# design 1

Design 1, signal wires on met1:
(2 px per um) Supply wires on this layer in gray.
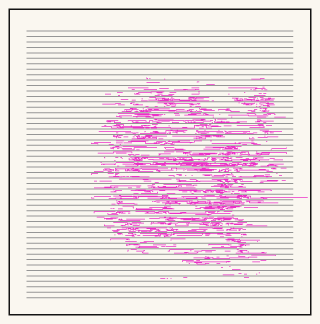

**config.mk**
```make
export PLATFORM = sky130hd
export DESIGN_NAME = seed_random_top
export DESIGN_NICKNAME = d
export VERILOG_FILES = /design/src/rtl/seed_random_top.sv
export SDC_FILE = /design/constraint.sdc
export NUM_CORES = 1
export LEC_CHECK = 0
export CORE_AREA = 8 8 142 144
export DETAILED_ROUTE_END_ITERATION = 10
export DIE_AREA = 0 0 150 152
export SYNTH_ARGS = -nofsm -noshare
export SYNTH_HDL_FRONTEND = slang
export SYNTH_SLANG_ARGS = --single-unit
```
**constraint.sdc**
```tcl
create_clock -name clk_i -period 3.6 [get_ports clk_i]
set_input_delay 0.36 -clock clk_i [delete_from_list [all_inputs] [get_ports clk_i]]
set_output_delay 0.36 -clock clk_i [all_outputs]
set_load 0.01 [all_outputs]
```
**src/rtl/seed_random_top.sv**
```systemverilog
// Blackjack card dealer: free-running Galois LFSR picks a slot in a 52-card deck.
// Define SEED_RANDOM_REPLACE_EN to deal with replacement (no deck tracking, fixed 1-cycle latency).
module seed_random_top #(
  parameter logic [15:0] LFSR_SEED = 16'hACE1,
  parameter logic [15:0] LFSR_TAPS = 16'hB400
) (
  input  logic       clk_i,
  input  logic       rst_i,
  input  logic       request_card_i,
  output logic [7:0] card_to_send_o
);

  // An all-zero Galois LFSR would lock up, so a zero seed is forced to one.
  localparam logic [15:0] SEED_EFF = (LFSR_SEED == 16'h0000) ? 16'h0001 : LFSR_SEED;

  function automatic logic [7:0] encode_card(input logic [5:0] idx);
    logic [1:0] suit;
    logic [5:0] rem;
    if (idx >= 6'd39) begin
      suit = 2'd3;
      rem  = idx - 6'd39;
    end else if (idx >= 6'd26) begin
      suit = 2'd2;
      rem  = idx - 6'd26;
    end else if (idx >= 6'd13) begin
      suit = 2'd1;
      rem  = idx - 6'd13;
    end else begin
      suit = 2'd0;
      rem  = idx;
    end
    return {suit, 2'b00, rem[3:0] + 4'd1};
  endfunction

  logic [15:0] lfsr_q, lfsr_d;
  logic        req_q, req_d;
  logic [7:0]  card_q, card_d;
  logic [5:0]  idx_q, idx_d;
  logic        req_edge;
  logic [5:0]  cap_idx;

  always_comb begin
    if (lfsr_q[0]) begin
      lfsr_d = (lfsr_q >> 1) ^ LFSR_TAPS;
    end else begin
      lfsr_d = lfsr_q >> 1;
    end
    req_d    = request_card_i;
    req_edge = request_card_i & ~req_q;
    if (lfsr_q[5:0] >= 6'd52) begin
      cap_idx = lfsr_q[5:0] - 6'd52;
    end else begin
      cap_idx = lfsr_q[5:0];
    end
  end

  always_ff @(posedge clk_i or posedge rst_i) begin
    if (rst_i) begin
      lfsr_q <= SEED_EFF;
      req_q  <= 1'b0;
      card_q <= 8'h00;
      idx_q  <= 6'd0;
    end else begin
      lfsr_q <= lfsr_d;
      req_q  <= req_d;
      card_q <= card_d;
      idx_q  <= idx_d;
    end
  end

`ifdef SEED_RANDOM_REPLACE_EN
  logic pend_q, pend_d;

  always_comb begin
    pend_d = req_edge;
    if (req_edge) begin
      idx_d = cap_idx;
    end else begin
      idx_d = idx_q;
    end
    if (pend_q) begin
      card_d = encode_card(idx_q);
    end else begin
      card_d = card_q;
    end
  end

  always_ff @(posedge clk_i or posedge rst_i) begin
    if (rst_i) begin
      pend_q <= 1'b0;
    end else begin
      pend_q <= pend_d;
    end
  end
`else
  typedef enum logic {IDLE = 1'b0, SEARCH = 1'b1} state_t;
  state_t      state_q, state_d;
  logic [51:0] mask_q, mask_d;
  logic [5:0]  count_q, count_d;

  always_ff @(posedge clk_i or posedge rst_i) begin
    if (rst_i) begin
      state_q <= IDLE;
    end else begin
      state_q <= state_d;
    end
  end

  always_comb begin
    state_d = state_q;
    case (state_q)
      IDLE: begin
        if (req_edge) begin
          state_d = SEARCH;
        end else begin
          state_d = IDLE;
        end
      end
      SEARCH: begin
        if (!mask_q[idx_q]) begin
          state_d = IDLE;
        end else begin
          state_d = SEARCH;
        end
      end
      default: state_d = IDLE;
    endcase
  end

  // The deal that hands out the 52nd card also empties the deck for the next round.
  always_comb begin
    idx_d   = idx_q;
    mask_d  = mask_q;
    count_d = count_q;
    card_d  = card_q;
    case (state_q)
      IDLE: begin
        if (req_edge) begin
          idx_d = cap_idx;
        end else begin
          idx_d = idx_q;
        end
      end
      SEARCH: begin
        if (!mask_q[idx_q]) begin
          card_d = encode_card(idx_q);
          if (count_q == 6'd51) begin
            mask_d  = 52'd0;
            count_d = 6'd0;
          end else begin
            mask_d[idx_q] = 1'b1;
            count_d       = count_q + 6'd1;
          end
        end else if (idx_q == 6'd51) begin
          idx_d = 6'd0;
        end else begin
          idx_d = idx_q + 6'd1;
        end
      end
      default: begin
        idx_d = idx_q;
      end
    endcase
  end

  always_ff @(posedge clk_i or posedge rst_i) begin
    if (rst_i) begin
      mask_q  <= 52'd0;
      count_q <= 6'd0;
    end else begin
      mask_q  <= mask_d;
      count_q <= count_d;
    end
  end
`endif

  assign card_to_send_o = card_q;

endmodule

```
# design 2

[config.mk]
export PLATFORM = sky130hd
export DESIGN_NAME = lpixm_axi_master_mo
export DESIGN_NICKNAME = d
export VERILOG_FILES = /design/src/rtl/lpixm_axi_master_mo.sv
export SDC_FILE = /design/constraint.sdc
export NUM_CORES = 1
export LEC_CHECK = 0
export CAP_MARGIN = 40
export CORE_AREA = 2 2 130 132
export DETAILED_ROUTE_END_ITERATION = 10
export DIE_AREA = 0 0 132 134
export PLACE_DENSITY = 0.83
export SLEW_MARGIN = 20
export SYNTH_ARGS = -nofsm -noshare
export SYNTH_HDL_FRONTEND = slang
export SYNTH_SLANG_ARGS = --single-unit
[constraint.sdc]
create_clock -name clk -period 7.1 [get_ports clk]
set_input_delay 1.775 -clock clk [delete_from_list [all_inputs] [get_ports clk]]
set_output_delay 1.775 -clock clk [all_outputs]
set_load 0.005 [all_outputs]
[src/rtl/lpixm_axi_master_mo.sv]
// LPI request/response master to single-ID AXI4 master bridge with burst writes,
// multiple outstanding transactions and in-order mixed read/write response return.
module lpixm_axi_master_mo #(
   parameter int unsigned BW_ADDR         = 32,
   parameter int unsigned BW_DATA         = 32,
   parameter int unsigned BW_AXI_ID       = 1,
   parameter int unsigned AXI_ID          = 0,
   parameter int unsigned MAX_OUTSTANDING = 4,
   parameter int unsigned MAX_BURST_LEN   = 16
) (
   input  logic                   clk,
   input  logic                   rst,
   output logic                   busy,
   // LPI request
   input  logic                   sreq_valid,
   output logic                   sreq_ready,
   input  logic                   sreq_write,
   input  logic [BW_ADDR-1:0]     sreq_addr,
   input  logic [7:0]             sreq_len,
   input  logic [BW_DATA-1:0]     sreq_wdata,
   input  logic [BW_DATA/8-1:0]   sreq_wstrb,
   // LPI response
   output logic                   sresp_valid,
   input  logic                   sresp_ready,
   output logic                   sresp_write,
   output logic [BW_DATA-1:0]     sresp_data,
   output logic                   sresp_err,
   output logic                   sresp_last,
   // AXI write address
   output logic [BW_AXI_ID-1:0]   awid,
   output logic [BW_ADDR-1:0]     awaddr,
   output logic [7:0]             awlen,
   output logic [2:0]             awsize,
   output logic [1:0]             awburst,
   output logic                   awvalid,
   input  logic                   awready,
   // AXI write data
   output logic [BW_DATA-1:0]     wdata,
   output logic [BW_DATA/8-1:0]   wstrb,
   output logic                   wlast,
   output logic                   wvalid,
   input  logic                   wready,
   // AXI write response
   input  logic [BW_AXI_ID-1:0]   bid,
   input  logic [1:0]             bresp,
   input  logic                   bvalid,
   output logic                   bready,
   // AXI read address
   output logic [BW_AXI_ID-1:0]   arid,
   output logic [BW_ADDR-1:0]     araddr,
   output logic [7:0]             arlen,
   output logic [2:0]             arsize,
   output logic [1:0]             arburst,
   output logic                   arvalid,
   input  logic                   arready,
   // AXI read data
   input  logic [BW_AXI_ID-1:0]   rid,
   input  logic [BW_DATA-1:0]     rdata,
   input  logic [1:0]             rresp,
   input  logic                   rlast,
   input  logic                   rvalid,
   output logic                   rready
);

   localparam int unsigned BW_STRB = BW_DATA / 8;
   localparam int unsigned PtrW    = (MAX_OUTSTANDING > 1) ? $clog2(MAX_OUTSTANDING) : 1;
   localparam int unsigned CntW    = PtrW + 1;
   localparam logic [7:0]  MaxLen  = 8'(MAX_BURST_LEN - 1);

   typedef enum logic [0:0] {StIdle, StWburst} state_e;

   state_e               state_q, state_d;
   logic [7:0]           beat_cnt_q, beat_cnt_d;
   logic [7:0]           burst_len_q, burst_len_d;

   logic                 arvalid_q, arvalid_d;
   logic [BW_ADDR-1:0]   araddr_q, araddr_d;
   logic [7:0]           arlen_q, arlen_d;
   logic                 awvalid_q, awvalid_d;
   logic [BW_ADDR-1:0]   awaddr_q, awaddr_d;
   logic [7:0]           awlen_q, awlen_d;
   logic                 wvalid_q, wvalid_d;
   logic [BW_DATA-1:0]   wdata_q, wdata_d;
   logic [BW_STRB-1:0]   wstrb_q, wstrb_d;
   logic                 wlast_q, wlast_d;

   // Order FIFO: one type bit per outstanding transaction, 1 = write
   logic [MAX_OUTSTANDING-1:0] ord_q;
   logic [PtrW-1:0]            rd_ptr_q, wr_ptr_q;
   logic [CntW-1:0]            cnt_q;
   logic                       fifo_full, fifo_empty, fifo_space, head_write;
   logic                       push, push_write, pop;

   logic [7:0]           len_clamp;
   logic                 sreq_fire;
   logic                 unused_ok;

   assign unused_ok  = ^{bid, rid, bresp[0], rresp[0]};

   assign len_clamp  = ({1'b0, sreq_len} >= 9'(MAX_BURST_LEN)) ? MaxLen : sreq_len;
   assign fifo_full  = (cnt_q == CntW'(MAX_OUTSTANDING));
   assign fifo_empty = (cnt_q == '0);
   assign head_write = ord_q[rd_ptr_q];
   // A retiring transaction frees its slot for a push in the same cycle
   assign fifo_space = !fifo_full || pop;

   // Response path: head of the order FIFO steers sresp to R or B
   always_comb begin
      sresp_valid = 1'b0;
      sresp_write = 1'b0;
      sresp_data  = '0;
      sresp_err   = 1'b0;
      sresp_last  = 1'b0;
      rready      = 1'b0;
      bready      = 1'b0;
      pop         = 1'b0;
      if (!fifo_empty) begin
         if (head_write) begin
            sresp_valid = bvalid;
            sresp_write = 1'b1;
            sresp_err   = bresp[1];
            sresp_last  = 1'b1;
            bready      = sresp_ready;
            pop         = bvalid && sresp_ready;
         end else begin
            sresp_valid = rvalid;
            sresp_data  = rdata;
            sresp_err   = rresp[1];
            sresp_last  = rlast;
            rready      = sresp_ready;
            pop         = rvalid && sresp_ready && rlast;
         end
      end
   end

   always_comb begin
      sreq_ready = 1'b0;
      unique case (state_q)
         StIdle: begin
            if (sreq_write) sreq_ready = fifo_space && !awvalid_q && !wvalid_q;
            else            sreq_ready = fifo_space && (!arvalid_q || arready);
         end
         StWburst: sreq_ready = !wvalid_q || wready;
         default:  sreq_ready = 1'b0;
      endcase
      if (rst) sreq_ready = 1'b0;
   end

   assign sreq_fire = sreq_valid && sreq_ready;

   always_comb begin
      state_d     = state_q;
      beat_cnt_d  = beat_cnt_q;
      burst_len_d = burst_len_q;
      arvalid_d   = arvalid_q && !arready;
      araddr_d    = araddr_q;
      arlen_d     = arlen_q;
      awvalid_d   = awvalid_q && !awready;
      awaddr_d    = awaddr_q;
      awlen_d     = awlen_q;
      wvalid_d    = wvalid_q && !wready;
      wdata_d     = wdata_q;
      wstrb_d     = wstrb_q;
      wlast_d     = wlast_q;
      push        = 1'b0;
      push_write  = 1'b0;
      unique case (state_q)
         StIdle: begin
            if (sreq_fire) begin
               push       = 1'b1;
               push_write = sreq_write;
               if (sreq_write) begin
                  awvalid_d   = 1'b1;
                  awaddr_d    = sreq_addr;
                  awlen_d     = len_clamp;
                  wvalid_d    = 1'b1;
                  wdata_d     = sreq_wdata;
                  wstrb_d     = sreq_wstrb;
                  wlast_d     = (len_clamp == 8'd0);
                  beat_cnt_d  = 8'd0;
                  burst_len_d = len_clamp;
                  if (len_clamp != 8'd0) state_d = StWburst;
               end else begin
                  arvalid_d = 1'b1;
                  araddr_d  = sreq_addr;
                  arlen_d   = len_clamp;
               end
            end
         end
         StWburst: begin
            if (sreq_fire) begin
               beat_cnt_d = beat_cnt_q + 8'd1;
               wvalid_d   = 1'b1;
               wdata_d    = sreq_wdata;
               wstrb_d    = sreq_wstrb;
               wlast_d    = (beat_cnt_d == burst_len_q);
               if (beat_cnt_d == burst_len_q) state_d = StIdle;
            end
         end
         default: state_d = StIdle;
      endcase
   end

   always_ff @(posedge clk or posedge rst) begin
      if (rst) begin
         state_q     <= StIdle;
         beat_cnt_q  <= '0;
         burst_len_q <= '0;
         arvalid_q   <= 1'b0;
         araddr_q    <= '0;
         arlen_q     <= '0;
         awvalid_q   <= 1'b0;
         awaddr_q    <= '0;
         awlen_q     <= '0;
         wvalid_q    <= 1'b0;
         wdata_q     <= '0;
         wstrb_q     <= '0;
         wlast_q     <= 1'b0;
         ord_q       <= '0;
         rd_ptr_q    <= '0;
         wr_ptr_q    <= '0;
         cnt_q       <= '0;
      end else begin
         state_q     <= state_d;
         beat_cnt_q  <= beat_cnt_d;
         burst_len_q <= burst_len_d;
         arvalid_q   <= arvalid_d;
         araddr_q    <= araddr_d;
         arlen_q     <= arlen_d;
         awvalid_q   <= awvalid_d;
         awaddr_q    <= awaddr_d;
         awlen_q     <= awlen_d;
         wvalid_q    <= wvalid_d;
         wdata_q     <= wdata_d;
         wstrb_q     <= wstrb_d;
         wlast_q     <= wlast_d;
         if (push) begin
            ord_q[wr_ptr_q] <= push_write;
            wr_ptr_q        <= wr_ptr_q + PtrW'(1);
         end
         if (pop) rd_ptr_q <= rd_ptr_q + PtrW'(1);
         if (push && !pop)      cnt_q <= cnt_q + CntW'(1);
         else if (!push && pop) cnt_q <= cnt_q - CntW'(1);
      end
   end

   assign awid    = BW_AXI_ID'(AXI_ID);
   assign arid    = BW_AXI_ID'(AXI_ID);
   assign awsize  = 3'($clog2(BW_STRB));
   assign arsize  = 3'($clog2(BW_STRB));
   assign awburst = 2'b01;
   assign arburst = 2'b01;
   assign awaddr  = awaddr_q;
   assign awlen   = awlen_q;
   assign awvalid = awvalid_q;
   assign araddr  = araddr_q;
   assign arlen   = arlen_q;
   assign arvalid = arvalid_q;
   assign wdata   = wdata_q;
   assign wstrb   = wstrb_q;
   assign wlast   = wlast_q;
   assign wvalid  = wvalid_q;

   assign busy = !fifo_empty || arvalid_q || awvalid_q || wvalid_q || (state_q != StIdle);

endmodule

# design 3

## config.mk

```make
export PLATFORM = sky130hd
export DESIGN_NAME = seg_shift_driver
export DESIGN_NICKNAME = d
export VERILOG_FILES = /design/src/rtl/seg_shift_driver.sv
export SDC_FILE = /design/constraint.sdc
export NUM_CORES = 1
export LEC_CHECK = 0
export CORE_ASPECT_RATIO = 0.7
export CORE_MARGIN = 4
export CORE_UTILIZATION = 55
export CTS_CLUSTER_DIAMETER = 120
export DETAILED_ROUTE_END_ITERATION = 10
export GPL_TIMING_DRIVEN = 0
export HOLD_SLACK_MARGIN = 0.05
export PLACE_DENSITY = 0.86
export SYNTH_ARGS = -nofsm -noshare
export SYNTH_HDL_FRONTEND = slang
export SYNTH_SLANG_ARGS = --single-unit
```

## constraint.sdc

```tcl
create_clock -name clk -period 6.5 [get_ports clk]
set_clock_uncertainty 0.05 [all_clocks]
set_input_delay 1.3 -clock clk [delete_from_list [all_inputs] [get_ports clk]]
set_output_delay 1.3 -clock clk [all_outputs]
set_load 0.02 [all_outputs]
```

## src/rtl/seg_shift_driver.sv

```systemverilog
// seg_shift_driver: snapshots a packed BCD/hex count, decodes each nibble
// to a 7-segment byte (with decimal points, optional leading-zero blanking
// and output polarity), shifts the bytes MSB-first into a 595-style chain,
// then pulses the storage latch.
module seg_shift_driver #(
   parameter int DIGITS     = 6,
   parameter int CLK_DIV    = 1,
   parameter bit ACTIVE_LOW = 1'b0
) (
   input  logic                  clk,
   input  logic                  reset,
   input  logic [4*DIGITS-1:0]   cnt_in,
   input  logic                  trigger,
   input  logic                  blank_lz,
   input  logic [DIGITS-1:0]     dp_mask,
   output logic [7:0]            segOut,
   output logic                  shiftOut,
   output logic                  shift_clk,
   output logic                  latch,
   output logic                  busy,
   output logic                  done
);

   localparam int DW = (CLK_DIV > 1) ? $clog2(CLK_DIV) : 1;
   localparam int GW = (DIGITS  > 1) ? $clog2(DIGITS)  : 1;

   typedef enum logic [2:0] {IDLE, SHIFT_LO, SHIFT_HI, LATCH, DONE} state_t;

   state_t                   state_q, state_d;
   logic [DW-1:0]            div_q, div_d;
   logic [GW-1:0]            digit_q, digit_d;
   logic [2:0]               bit_q, bit_d;
   logic [DIGITS-1:0][7:0]   bytes_q, bytes_d;
   logic [7:0]               seg_q, seg_d;
   logic                     sout_q, sout_d;

   logic [DIGITS-1:0][7:0]   frame_w;
   logic                     div_end;
   logic                     last_bit;

   function automatic logic [6:0] dec7(input logic [3:0] n);
      case (n)
         4'h0: dec7 = 7'h3F;  4'h1: dec7 = 7'h06;  4'h2: dec7 = 7'h5B;  4'h3: dec7 = 7'h4F;
         4'h4: dec7 = 7'h66;  4'h5: dec7 = 7'h6D;  4'h6: dec7 = 7'h7D;  4'h7: dec7 = 7'h07;
         4'h8: dec7 = 7'h7F;  4'h9: dec7 = 7'h6F;  4'hA: dec7 = 7'h77;  4'hB: dec7 = 7'h7C;
         4'hC: dec7 = 7'h39;  4'hD: dec7 = 7'h5E;  4'hE: dec7 = 7'h79;  default: dec7 = 7'h71;
      endcase
   endfunction

   // Decode the live inputs into final frame bytes; only latched on trigger.
   // Blanking walks down from the top digit until the first nonzero nibble;
   // digit 0 always shows so an all-zero count still reads "0".
   always_comb begin
      logic       lead;
      logic [3:0] nib;
      logic [7:0] b;
      frame_w = '0;
      lead    = blank_lz;
      nib     = 4'h0;
      b       = 8'h00;
      for (int i = DIGITS - 1; i >= 0; i--) begin
         nib = cnt_in[4*i +: 4];
         if (lead && (i != 0) && (nib == 4'h0)) begin
            b = 8'h00;
         end else begin
            b    = {1'b0, dec7(nib)};
            lead = 1'b0;
         end
         frame_w[i] = (b | {dp_mask[i], 7'b0}) ^ {8{ACTIVE_LOW}};
      end
   end

   assign div_end  = (div_q == DW'(CLK_DIV - 1));
   assign last_bit = (digit_q == '0) && (bit_q == 3'd0);

   // Next-state: frame start, shift-clock phase timing and bit/digit advance.
   // Data only moves on the high->low shift_clk transition so it is stable
   // across every rising edge seen by the chain.
   always_comb begin
      state_d = state_q;
      div_d   = div_q;
      digit_d = digit_q;
      bit_d   = bit_q;
      bytes_d = bytes_q;
      seg_d   = seg_q;
      sout_d  = sout_q;
      case (state_q)
         IDLE, DONE: begin
            state_d = IDLE;
            if (trigger) begin
               state_d = SHIFT_LO;
               bytes_d = frame_w;
               digit_d = GW'(DIGITS - 1);
               bit_d   = 3'd7;
               seg_d   = frame_w[DIGITS-1];
               sout_d  = frame_w[DIGITS-1][7];
               div_d   = '0;
            end
         end
         SHIFT_LO: begin
            if (div_end) begin
               div_d   = '0;
               state_d = SHIFT_HI;
            end else begin
               div_d = div_q + DW'(1);
            end
         end
         SHIFT_HI: begin
            if (div_end) begin
               div_d = '0;
               if (last_bit) begin
                  state_d = LATCH;
               end else begin
                  state_d = SHIFT_LO;
                  if (bit_q == 3'd0) begin
                     digit_d = digit_q - GW'(1);
                     bit_d   = 3'd7;
                     seg_d   = bytes_q[digit_q - GW'(1)];
                     sout_d  = bytes_q[digit_q - GW'(1)][7];
                  end else begin
                     bit_d  = bit_q - 3'd1;
                     sout_d = seg_q[bit_q - 3'd1];
                  end
               end
            end else begin
               div_d = div_q + DW'(1);
            end
         end
         LATCH:   state_d = DONE;
         default: state_d = IDLE;
      endcase
   end

   // State and datapath registers; reset drops any snapshot in flight.
   always_ff @(posedge clk or posedge reset) begin
      if (reset) begin
         state_q <= IDLE;
         div_q   <= '0;
         digit_q <= '0;
         bit_q   <= 3'd0;
         bytes_q <= '0;
         seg_q   <= 8'h00;
         sout_q  <= 1'b0;
      end else begin
         state_q <= state_d;
         div_q   <= div_d;
         digit_q <= digit_d;
         bit_q   <= bit_d;
         bytes_q <= bytes_d;
         seg_q   <= seg_d;
         sout_q  <= sout_d;
      end
   end

   assign segOut    = seg_q;
   assign shiftOut  = sout_q;
   assign shift_clk = (state_q == SHIFT_HI);
   assign latch     = (state_q == LATCH);
   assign busy      = (state_q == SHIFT_LO) || (state_q == SHIFT_HI) || (state_q == LATCH);
   assign done      = (state_q == DONE);

endmodule

```

# design 4

### config.mk
export PLATFORM = sky130hd
export DESIGN_NAME = bmu_scan_ctrl
export DESIGN_NICKNAME = d
export VERILOG_FILES = /design/src/rtl/bmu_scan_ctrl.sv
export SDC_FILE = /design/constraint.sdc
export NUM_CORES = 1
export LEC_CHECK = 0
export CAP_MARGIN = 15
export CORE_UTILIZATION = 49
export CTS_CLUSTER_DIAMETER = 60
export DETAILED_ROUTE_END_ITERATION = 7
export PLACE_DENSITY = 0.75
export SLEW_MARGIN = 40
export SYNTH_ARGS = -nofsm -noshare
export SYNTH_HDL_FRONTEND = slang
export SYNTH_SLANG_ARGS = --single-unit
### constraint.sdc
create_clock -name clk_i -period 4.4 [get_ports clk_i]
set_input_delay 0.88 -clock clk_i [delete_from_list [all_inputs] [get_ports clk_i]]
set_output_delay 0.88 -clock clk_i [all_outputs]
set_load 0.05 [all_outputs]
### src/rtl/bmu_scan_ctrl.sv
`default_nettype none
// ============================================================================
//  Module   : bmu_scan_ctrl
//  Purpose  : Best-matching-unit scan sequencer for a SOM layer. Issues one
//             request per 4-neuron group to the distance/min-select datapath,
//             folds each returned group minimum into a running global minimum
//             and reports the winning distance and flat neuron index.
//  Ports    : clk_i, rst_i        clock, asynchronous active-high reset
//             start_i             begin scan (IDLE only), num_groups_i sampled
//             busy_o              high while scanning
//             req_valid_o/req_grp_o/req_ready_i   group request handshake
//             in_valid_i/in_dist_i/in_idx_i/in_ready_o  group result handshake
//             done_o              one-cycle completion pulse
//             bmu_dist_o/bmu_idx_o  winning distance / flat zero-based index
//             err_o               sticky illegal local index flag (per scan)
//  Revision : 1.0  initial release
// ============================================================================
module bmu_scan_ctrl #(
  parameter int N   = 16,
  parameter int Q   = 8,
  parameter int G_W = 6
) (
  input  logic                clk_i,
  input  logic                rst_i,
  input  logic                start_i,
  input  logic [G_W-1:0]      num_groups_i,
  output logic                busy_o,
  output logic                req_valid_o,
  output logic [G_W-1:0]      req_grp_o,
  input  logic                req_ready_i,
  input  logic                in_valid_i,
  input  logic signed [N-1:0] in_dist_i,
  input  logic [2:0]          in_idx_i,
  output logic                in_ready_o,
  output logic                done_o,
  output logic signed [N-1:0] bmu_dist_o,
  output logic [G_W+1:0]      bmu_idx_o,
  output logic                err_o
);

  typedef enum logic [1:0] {
    ST_IDLE = 2'd0,
    ST_SCAN = 2'd1,
    ST_DONE = 2'd2
  } state_e;

  localparam logic signed [N-1:0] DIST_MAX = {1'b0, {(N-1){1'b1}}};

  // The binary point position does not change the ordering of two
  // fixed-point words, so Q only has to describe a sane format.
  if (Q >= N) begin : g_q_range
  end

  state_e                state_q,    state_d;
  logic [G_W-1:0]        num_q,      num_d;
  logic [G_W-1:0]        req_cnt_q,  req_cnt_d;
  logic [G_W-1:0]        resp_cnt_q, resp_cnt_d;
  logic signed [N-1:0]   min_q,      min_d;
  logic [G_W+1:0]        idx_q,      idx_d;
  logic                  err_q,      err_d;
  logic signed [N-1:0]   bmu_dist_q, bmu_dist_d;
  logic [G_W+1:0]        bmu_idx_q,  bmu_idx_d;

  logic                  req_fire;
  logic                  rsp_fire;
  logic                  idx_legal;
  logic [1:0]            local_idx;

  always_ff @(posedge clk_i or posedge rst_i) begin
    if (rst_i) begin
      state_q    <= ST_IDLE;
      num_q      <= '0;
      req_cnt_q  <= '0;
      resp_cnt_q <= '0;
      min_q      <= DIST_MAX;
      idx_q      <= '0;
      err_q      <= 1'b0;
      bmu_dist_q <= DIST_MAX;
      bmu_idx_q  <= '0;
    end else begin
      state_q    <= state_d;
      num_q      <= num_d;
      req_cnt_q  <= req_cnt_d;
      resp_cnt_q <= resp_cnt_d;
      min_q      <= min_d;
      idx_q      <= idx_d;
      err_q      <= err_d;
      bmu_dist_q <= bmu_dist_d;
      bmu_idx_q  <= bmu_idx_d;
    end
  end

  always_comb begin
    state_d    = state_q;
    num_d      = num_q;
    req_cnt_d  = req_cnt_q;
    resp_cnt_d = resp_cnt_q;
    min_d      = min_q;
    idx_d      = idx_q;
    err_d      = err_q;
    bmu_dist_d = bmu_dist_q;
    bmu_idx_d  = bmu_idx_q;

    busy_o      = (state_q == ST_SCAN);
    in_ready_o  = (state_q == ST_SCAN);
    done_o      = (state_q == ST_DONE);
    req_valid_o = (state_q == ST_SCAN) && (req_cnt_q < num_q);
    req_grp_o   = req_cnt_q;

    req_fire  = req_valid_o && req_ready_i;
    rsp_fire  = in_valid_i && in_ready_o;
    idx_legal = (in_idx_i != 3'd0) && (in_idx_i <= 3'd4);
    // 1..4 -> 0..3; index 4 wraps 00-1 to 11 in two bits.
    local_idx = in_idx_i[1:0] - 2'd1;

    unique case (state_q)
      ST_IDLE: begin
        if (start_i) begin
          num_d      = num_groups_i;
          req_cnt_d  = '0;
          resp_cnt_d = '0;
          min_d      = DIST_MAX;
          idx_d      = '0;
          err_d      = 1'b0;
          state_d    = ST_SCAN;
        end
      end
      ST_SCAN: begin
        if (req_fire) begin
          req_cnt_d = req_cnt_q + 1'b1;
        end
        if (rsp_fire) begin
          resp_cnt_d = resp_cnt_q + 1'b1;
          if (idx_legal) begin
            // Strict compare keeps the earlier (lower-index) winner on ties.
            if (in_dist_i < min_q) begin
              min_d = in_dist_i;
              idx_d = {resp_cnt_q, local_idx};
            end
          end else begin
            err_d = 1'b1;
          end
        end
        // Looking at the post-acceptance count lets the final result be
        // registered on the same edge that enters DONE.
        if (resp_cnt_d == num_q) begin
          state_d    = ST_DONE;
          bmu_dist_d = min_d;
          bmu_idx_d  = idx_d;
        end
      end
      ST_DONE: begin
        state_d = ST_IDLE;
      end
      default: begin
        state_d = ST_IDLE;
      end
    endcase
  end

  assign bmu_dist_o = bmu_dist_q;
  assign bmu_idx_o  = bmu_idx_q;
  assign err_o      = err_q;

endmodule
`default_nettype wire

## Gallery

Signal wires on met1.
picture 1
(2 px per um) Supply wires on this layer in gray.
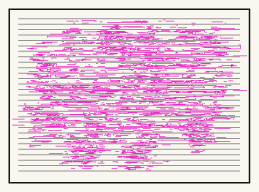
picture 2
(2 px per um) Supply wires on this layer in gray.
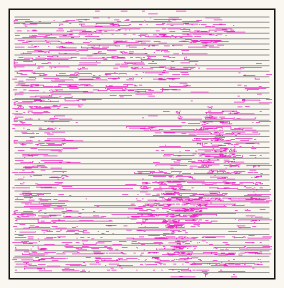
picture 3
(3 px per um) Supply wires on this layer in gray.
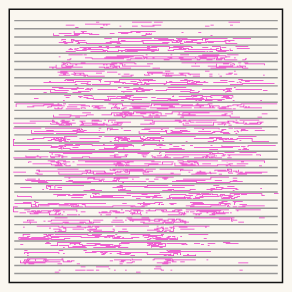
| from | picture |
|---|---|
| design 2 | picture 2 |
| design 3 | picture 1 |
| design 4 | picture 3 |

Design 4, metal 3:
(4 px per um) Cells faint in the background.
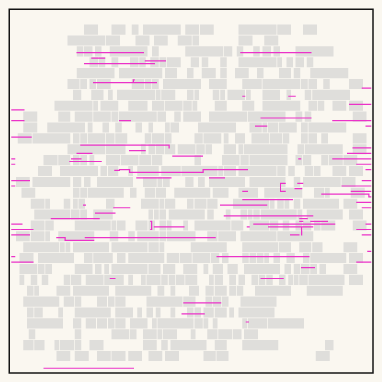
60 nets have wire on it. The wires run mostly horizontal. The layer holds 5.6% of the routed length.

==> results.py, design 4 <==
# Auto-generated metrics
metrics = {
    "route": {
        "dr_total_vias": 3415,
        "routed_wire_length_per_instance_um": 17.4,
        "drc_errors": 0,
    },
    "finish": {
        "area_delta_synth_final_pct": 25.8,
        "ff_count": 69,
        "post_route_cells_drive_above_1_share_pct": 14.4,
        "fillers": 601,
        "layout.nonclk_buf_share_pct": 14.8,
    },
    "sta": {
        "timing.clock.skew_ns": 0.00834,
        "finalMaxSlewViolations": 0,
    },
    "status": {
        "outcome": "finished clean",
    },
    "job": {
        "warning_total_across_the_stage_logs": 26,
    },
    "place": {
        "dp.cells": 554,
        "hpwlAfterDp_um": 6740,
    },
    "power": {
        "power_frac_comb_pct": 51.5,
        "netSwitchingPower_mw": 1.75,
    },
    "synthesis": {
        "netlist_top_cells_area": "sky130_fd_sc_hd__dfrtp_1 25%, sky130_fd_sc_hd__dfstp_2 21%, sky130_fd_sc_hd__ha_1 7.5%, sky130_fd_sc_hd__o21ai_0 6.4%, sky130_fd_sc_hd__nand3_1 4.7%",
    },
    "worst_setup_path": {
        "worst_path_dominant_cell_family": "buffers and inverters",
    },
    "cts": {
        "clk_pin_slew_worst_paths_ns": 0.08,
    },
    "grt": {
        "grt.met3_usage_pct": 3.62,
    },
    "floorplanning": {
        "chip_area_mm2": 0.00820,
    },
}
==> design 4: power by group through the flow <==
stage | sequential, mW | combinational, mW | clock, mW
after global routing | 1.25 | 2.17 | 0.723
after global placement | 1.20 | 1.95 | 0
after floorplan | 1.62 | 0.999 | 0
after CTS | 1.21 | 2.02 | 0.693
final | 1.21 | 2.02 | 0.686
after detailed placement | 1.21 | 2.00 | 0
==> design 4: sequential cells by signal (all words and copies together), names as in the netlist <==
signal,cells
resp_cnt_q,6
idx_q,8
bmu_idx_o,8
bmu_dist_o,16
req_grp_o,6
min_q,16
num_q,6
state_q,2
err_o,1
Design 3, local utilization:
(3 px per um) The die is cut into 12 by 9 equal tiles; white is low, dark blue is high, 0 to 100% covered.
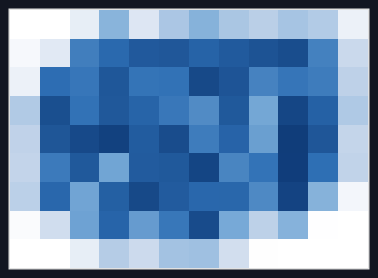
The emptiest ninth of the die: south-east. 36% of the tiles are over 75% full. 9.3% of the tiles are nearly empty. The fullest tile reaches 95%.

==> results.py, design 3 <==
# Auto-generated metrics
metrics = {
    "status": {
        "outcome": "finished clean",
    },
    "cts": {
        "tritoncts": "done",
    },
    "route": {
        "dr_wl_met2_um": 5270,
        "routed_wirelength_um": 11700,
        "detailedRoute.firstPassIterationCount": 5,
    },
    "synthesis": {
        "top_cells_by_count": "81 x sky130_fd_sc_hd__nand2_1, 66 x sky130_fd_sc_hd__dfrtp_1, 41 x sky130_fd_sc_hd__ha_1",
        "ff_type": "sky130_fd_sc_hd__dfrtp_1",
        "most_common_cell": "sky130_fd_sc_hd__nand2_1",
    },
    "finish": {
        "fin_cells": 693,
        "layout_top_cells": "81 x sky130_fd_sc_hd__nand2_1, 66 x sky130_fd_sc_hd__dfrtp_1, 44 x sky130_fd_sc_hd__clkdlybuf4s50_1",
        "antenna_cells": 0,
    },
    "sta": {
        "final.min_clock_period_ns": 3.43,
        "setup_viol": 0,
        "setup_slack_ns": 3.07,
    },
    "worst_hold_path": {
        "hold-path-cell-count": 1,
        "hold_crit_endpoint": "bytes_q[6]",
    },
    "grt": {
        "globalRouteMet1Util_pct": 32.8,
        "grt_max_usage_layer": "met2",
    },
    "power": {
        "netSwitchingPower_mw": 0.729,
        "power.static_leakage_nw": 2.54,
    },
    "floorplanning": {
        "initial_core_util_pct": 56.6,
    },
    "worst_setup_path": {
        "crit_path_cell_trace": "or3b_1 > buf_6 > clkinv_2 > clkdlybuf4s50_1",
        "ff2ff_setup_slack_ns": 3.98,
        "critical_path.slowest_cell": "sky130_fd_sc_hd__clkdlybuf4s50_1",
    },
}
design 3: area by class of cell:
type | count | share of cell area, %
plain buffers | 32 | 3.51
clock inverters | 2 | 0.177
inverters | 27 | 1.81
well taps | 120 | 2.65
repair buffers | 45 | 8.12
multi-input cells | 387 | 49.8
clock buffers | 14 | 4.83
flip-flops and latches | 66 | 29.1
design 3: through the flow:
stage / hold WS (ns) / instance area (um^2)
after CTS: 0.431 / 5670
after floorplan: 0.389 / 4780
final: 0.433 / 5670
after global routing: 0.444 / 5670
after global placement: 0.409 / 5370
after detailed placement: 0.417 / 5390
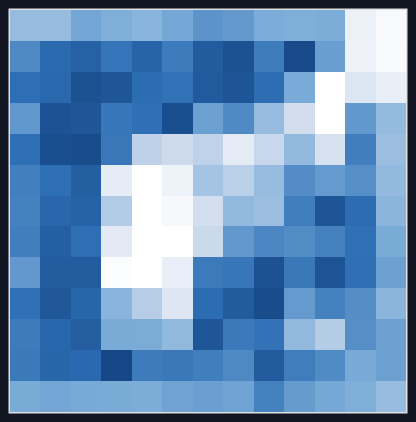
Design 2: local utilization
(3 px per um) The die is cut into 13 by 13 equal tiles; white is low, dark blue is high, 0 to 100% covered.
4.1% of the tiles are nearly empty. The mean over all tiles is 55%. The emptiest ninth of the die: center. 24% of the tiles are over 75% full.

==> results.py, design 2 <==
# Auto-generated metrics
metrics = {
    "synthesis": {
        "postSynthAreaPerCell_um2": 13.5,
        "yosys_aoi_share_pct": 5.66,
    },
    "cts": {
        "tritoncts": "done",
        "ctsHoldBuffers": 0,
        "num_clock_sinks": 140,
    },
    "sta": {
        "final.min_clock_period_ns": 5.64,
        "finalHoldViolCount": 0,
    },
    "status": {
        "outcome": "finished clean",
    },
    "job": {
        "max_cap_violations": 0,
    },
    "worst_setup_path": {
        "crit-reg2reg-launch": "rd_ptr_q[0]",
    },
    "finish": {
        "inverters_excl_clock": 11,
        "postLayoutCellArea_mm2": 0.00999,
        "layout.cells.largest_class": "sequential cells",
    },
    "grt": {
        "global_route_wire_length_before_repair_um": 25700,
    },
    "power": {
        "combinationalPower_mw": 1.62,
    },
}
[design 2: state kept, by name, indices dropped and copies added (netlist names)]
name / count
wlast: 1
ord_q: 4
wr_ptr_q: 2
rd_ptr_q: 2
arvalid: 1
araddr: 32
awaddr: 32
wdata: 32
wvalid: 1
awlen: 8
awvalid: 1
state_q: 1
arlen: 8
beat_cnt_q: 8
cnt_q: 3
wstrb: 4
[design 2: layer usage]
layer	up-vias	routed length (um)	global-route usage (%)	part of all wire, %
li1	2198	-	-	-
met1	2294	6150	21.2	38
met2	193	8080	31.1	50
met3	19	1570	8.69	9.8
met4	0	218	5.86	1.4
met5	-	0	0	0
Design 1, clock wires, drivers and flops:
(2 px per um)
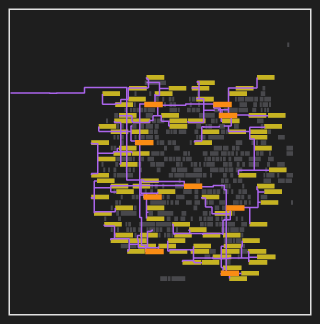
Key: orange = clock drivers [count 9]; purple = clock wires [length 1160 um]; yellow = flip-flops [count 88]
There are 10 routed clock nets.

Notes on 'signal wires on met1' of design 1 above:
The layer carries 4550 um of wire. 408 nets have wire on it. The wires run mostly horizontal.

==> results.py, design 1 <==
# Auto-generated metrics
metrics = {
    "power": {
        "power_frac_comb_pct": 38.9,
        "power.static_leakage_nw": 2.20,
        "irDropWorstVdd_mv": 0.257,
        "switching_share_pct": 38.1,
    },
    "grt": {
        "antenna_violations_before_repair": 0,
        "globalRoute.totalOverflow": 0,
    },
    "route": {
        "vias_per_std_cell": 5.00,
        "drtAntennaViolNets": 0,
    },
    "synthesis": {
        "ff_type": "sky130_fd_sc_hd__dfrtp_1",
        "netlist_top_cells_area": "sky130_fd_sc_hd__dfrtp_1 46%, sky130_fd_sc_hd__nor2_1 5.6%, sky130_fd_sc_hd__mux4_2 5.1%, sky130_fd_sc_hd__a21oi_1 4.8%, sky130_fd_sc_hd__dfstp_2 4.8%",
        "gate_count_of_the_mapped_netlist": 422,
    },
    "finish": {
        "layout_top_cells": "80 x sky130_fd_sc_hd__dfrtp_1, 65 x sky130_fd_sc_hd__nor2_1, 42 x sky130_fd_sc_hd__a21oi_1",
        "final_common_cell": "sky130_fd_sc_hd__dfrtp_1",
        "seq_area_mm2": 0.00221,
        "antenna_cells": 0,
    },
    "place": {
        "hpwlAfterDp_um": 6690,
    },
    "cts": {
        "ctsHoldBuffers": 0,
        "cts-root-buf": "sky130_fd_sc_hd__clkbuf_16",
        "clk_pin_slew_worst_paths_ns": 0.06,
        "cts_buffer_depth": 2,
    },
    "worst_setup_path": {
        "startpoint": "idx_q[1]",
        "worst_path_dominant_cell_family": "multiplexers",
        "timing.critical_path.to": "mask_q[15]",
        "crit_arrival_ns": 3.27,
    },
    "sta": {
        "final.period_utilization_pct": 84.7,
        "final.min_clock_period_ns": 3.05,
    },
    "floorplanning": {
        "io_pins": 11,
    },
    "job": {
        "max_cap_violations": 0,
    },
    "status": {
        "outcome": "finished clean",
    },
}
## design 1: routing by layer
layer,GRT usage [%],wire (um),vias to the layer above
li1,-,-,1510
met1,12.5,4550,1631
met2,13.7,4570,121
met3,2.32,667,16
met4,4.43,220,0
met5,0,0,-
## design 1: metrics by stage
step / instance area, um^2 / total power, mW / utilization, %
6_report: 5040 / 3.70 / 28.3
5_1_grt: 5040 / 3.93 / 28.3
4_1_cts: 5040 / 3.73 / 28.3
3_5_place_dp: 4740 / 2.76 / 26.6
3_3_place_gp: 4740 / 2.71 / 26.6
2_1_floorplan: 4400 / 2.35 / -


==> screenshots <==
Clock wires, drivers and flops.
(a)
(3 px per um)
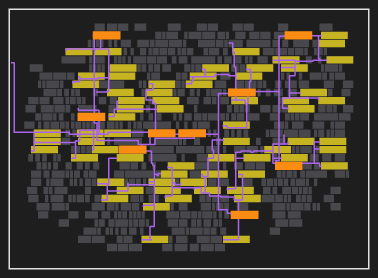
(b)
(3 px per um)
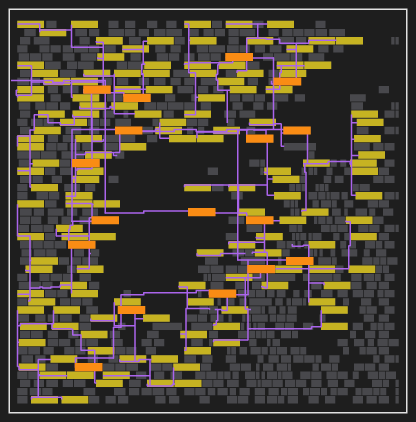
(c)
(4 px per um)
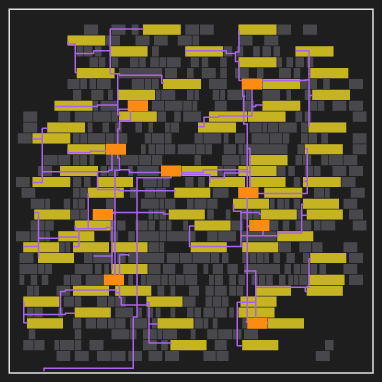
For design 2, see (b).
For design 3, see (a).
For design 4, see (c).
Of these, largest die: (b)
Of these, smallest die: (c)

Power is estimated from default activity; no workload was simulated.
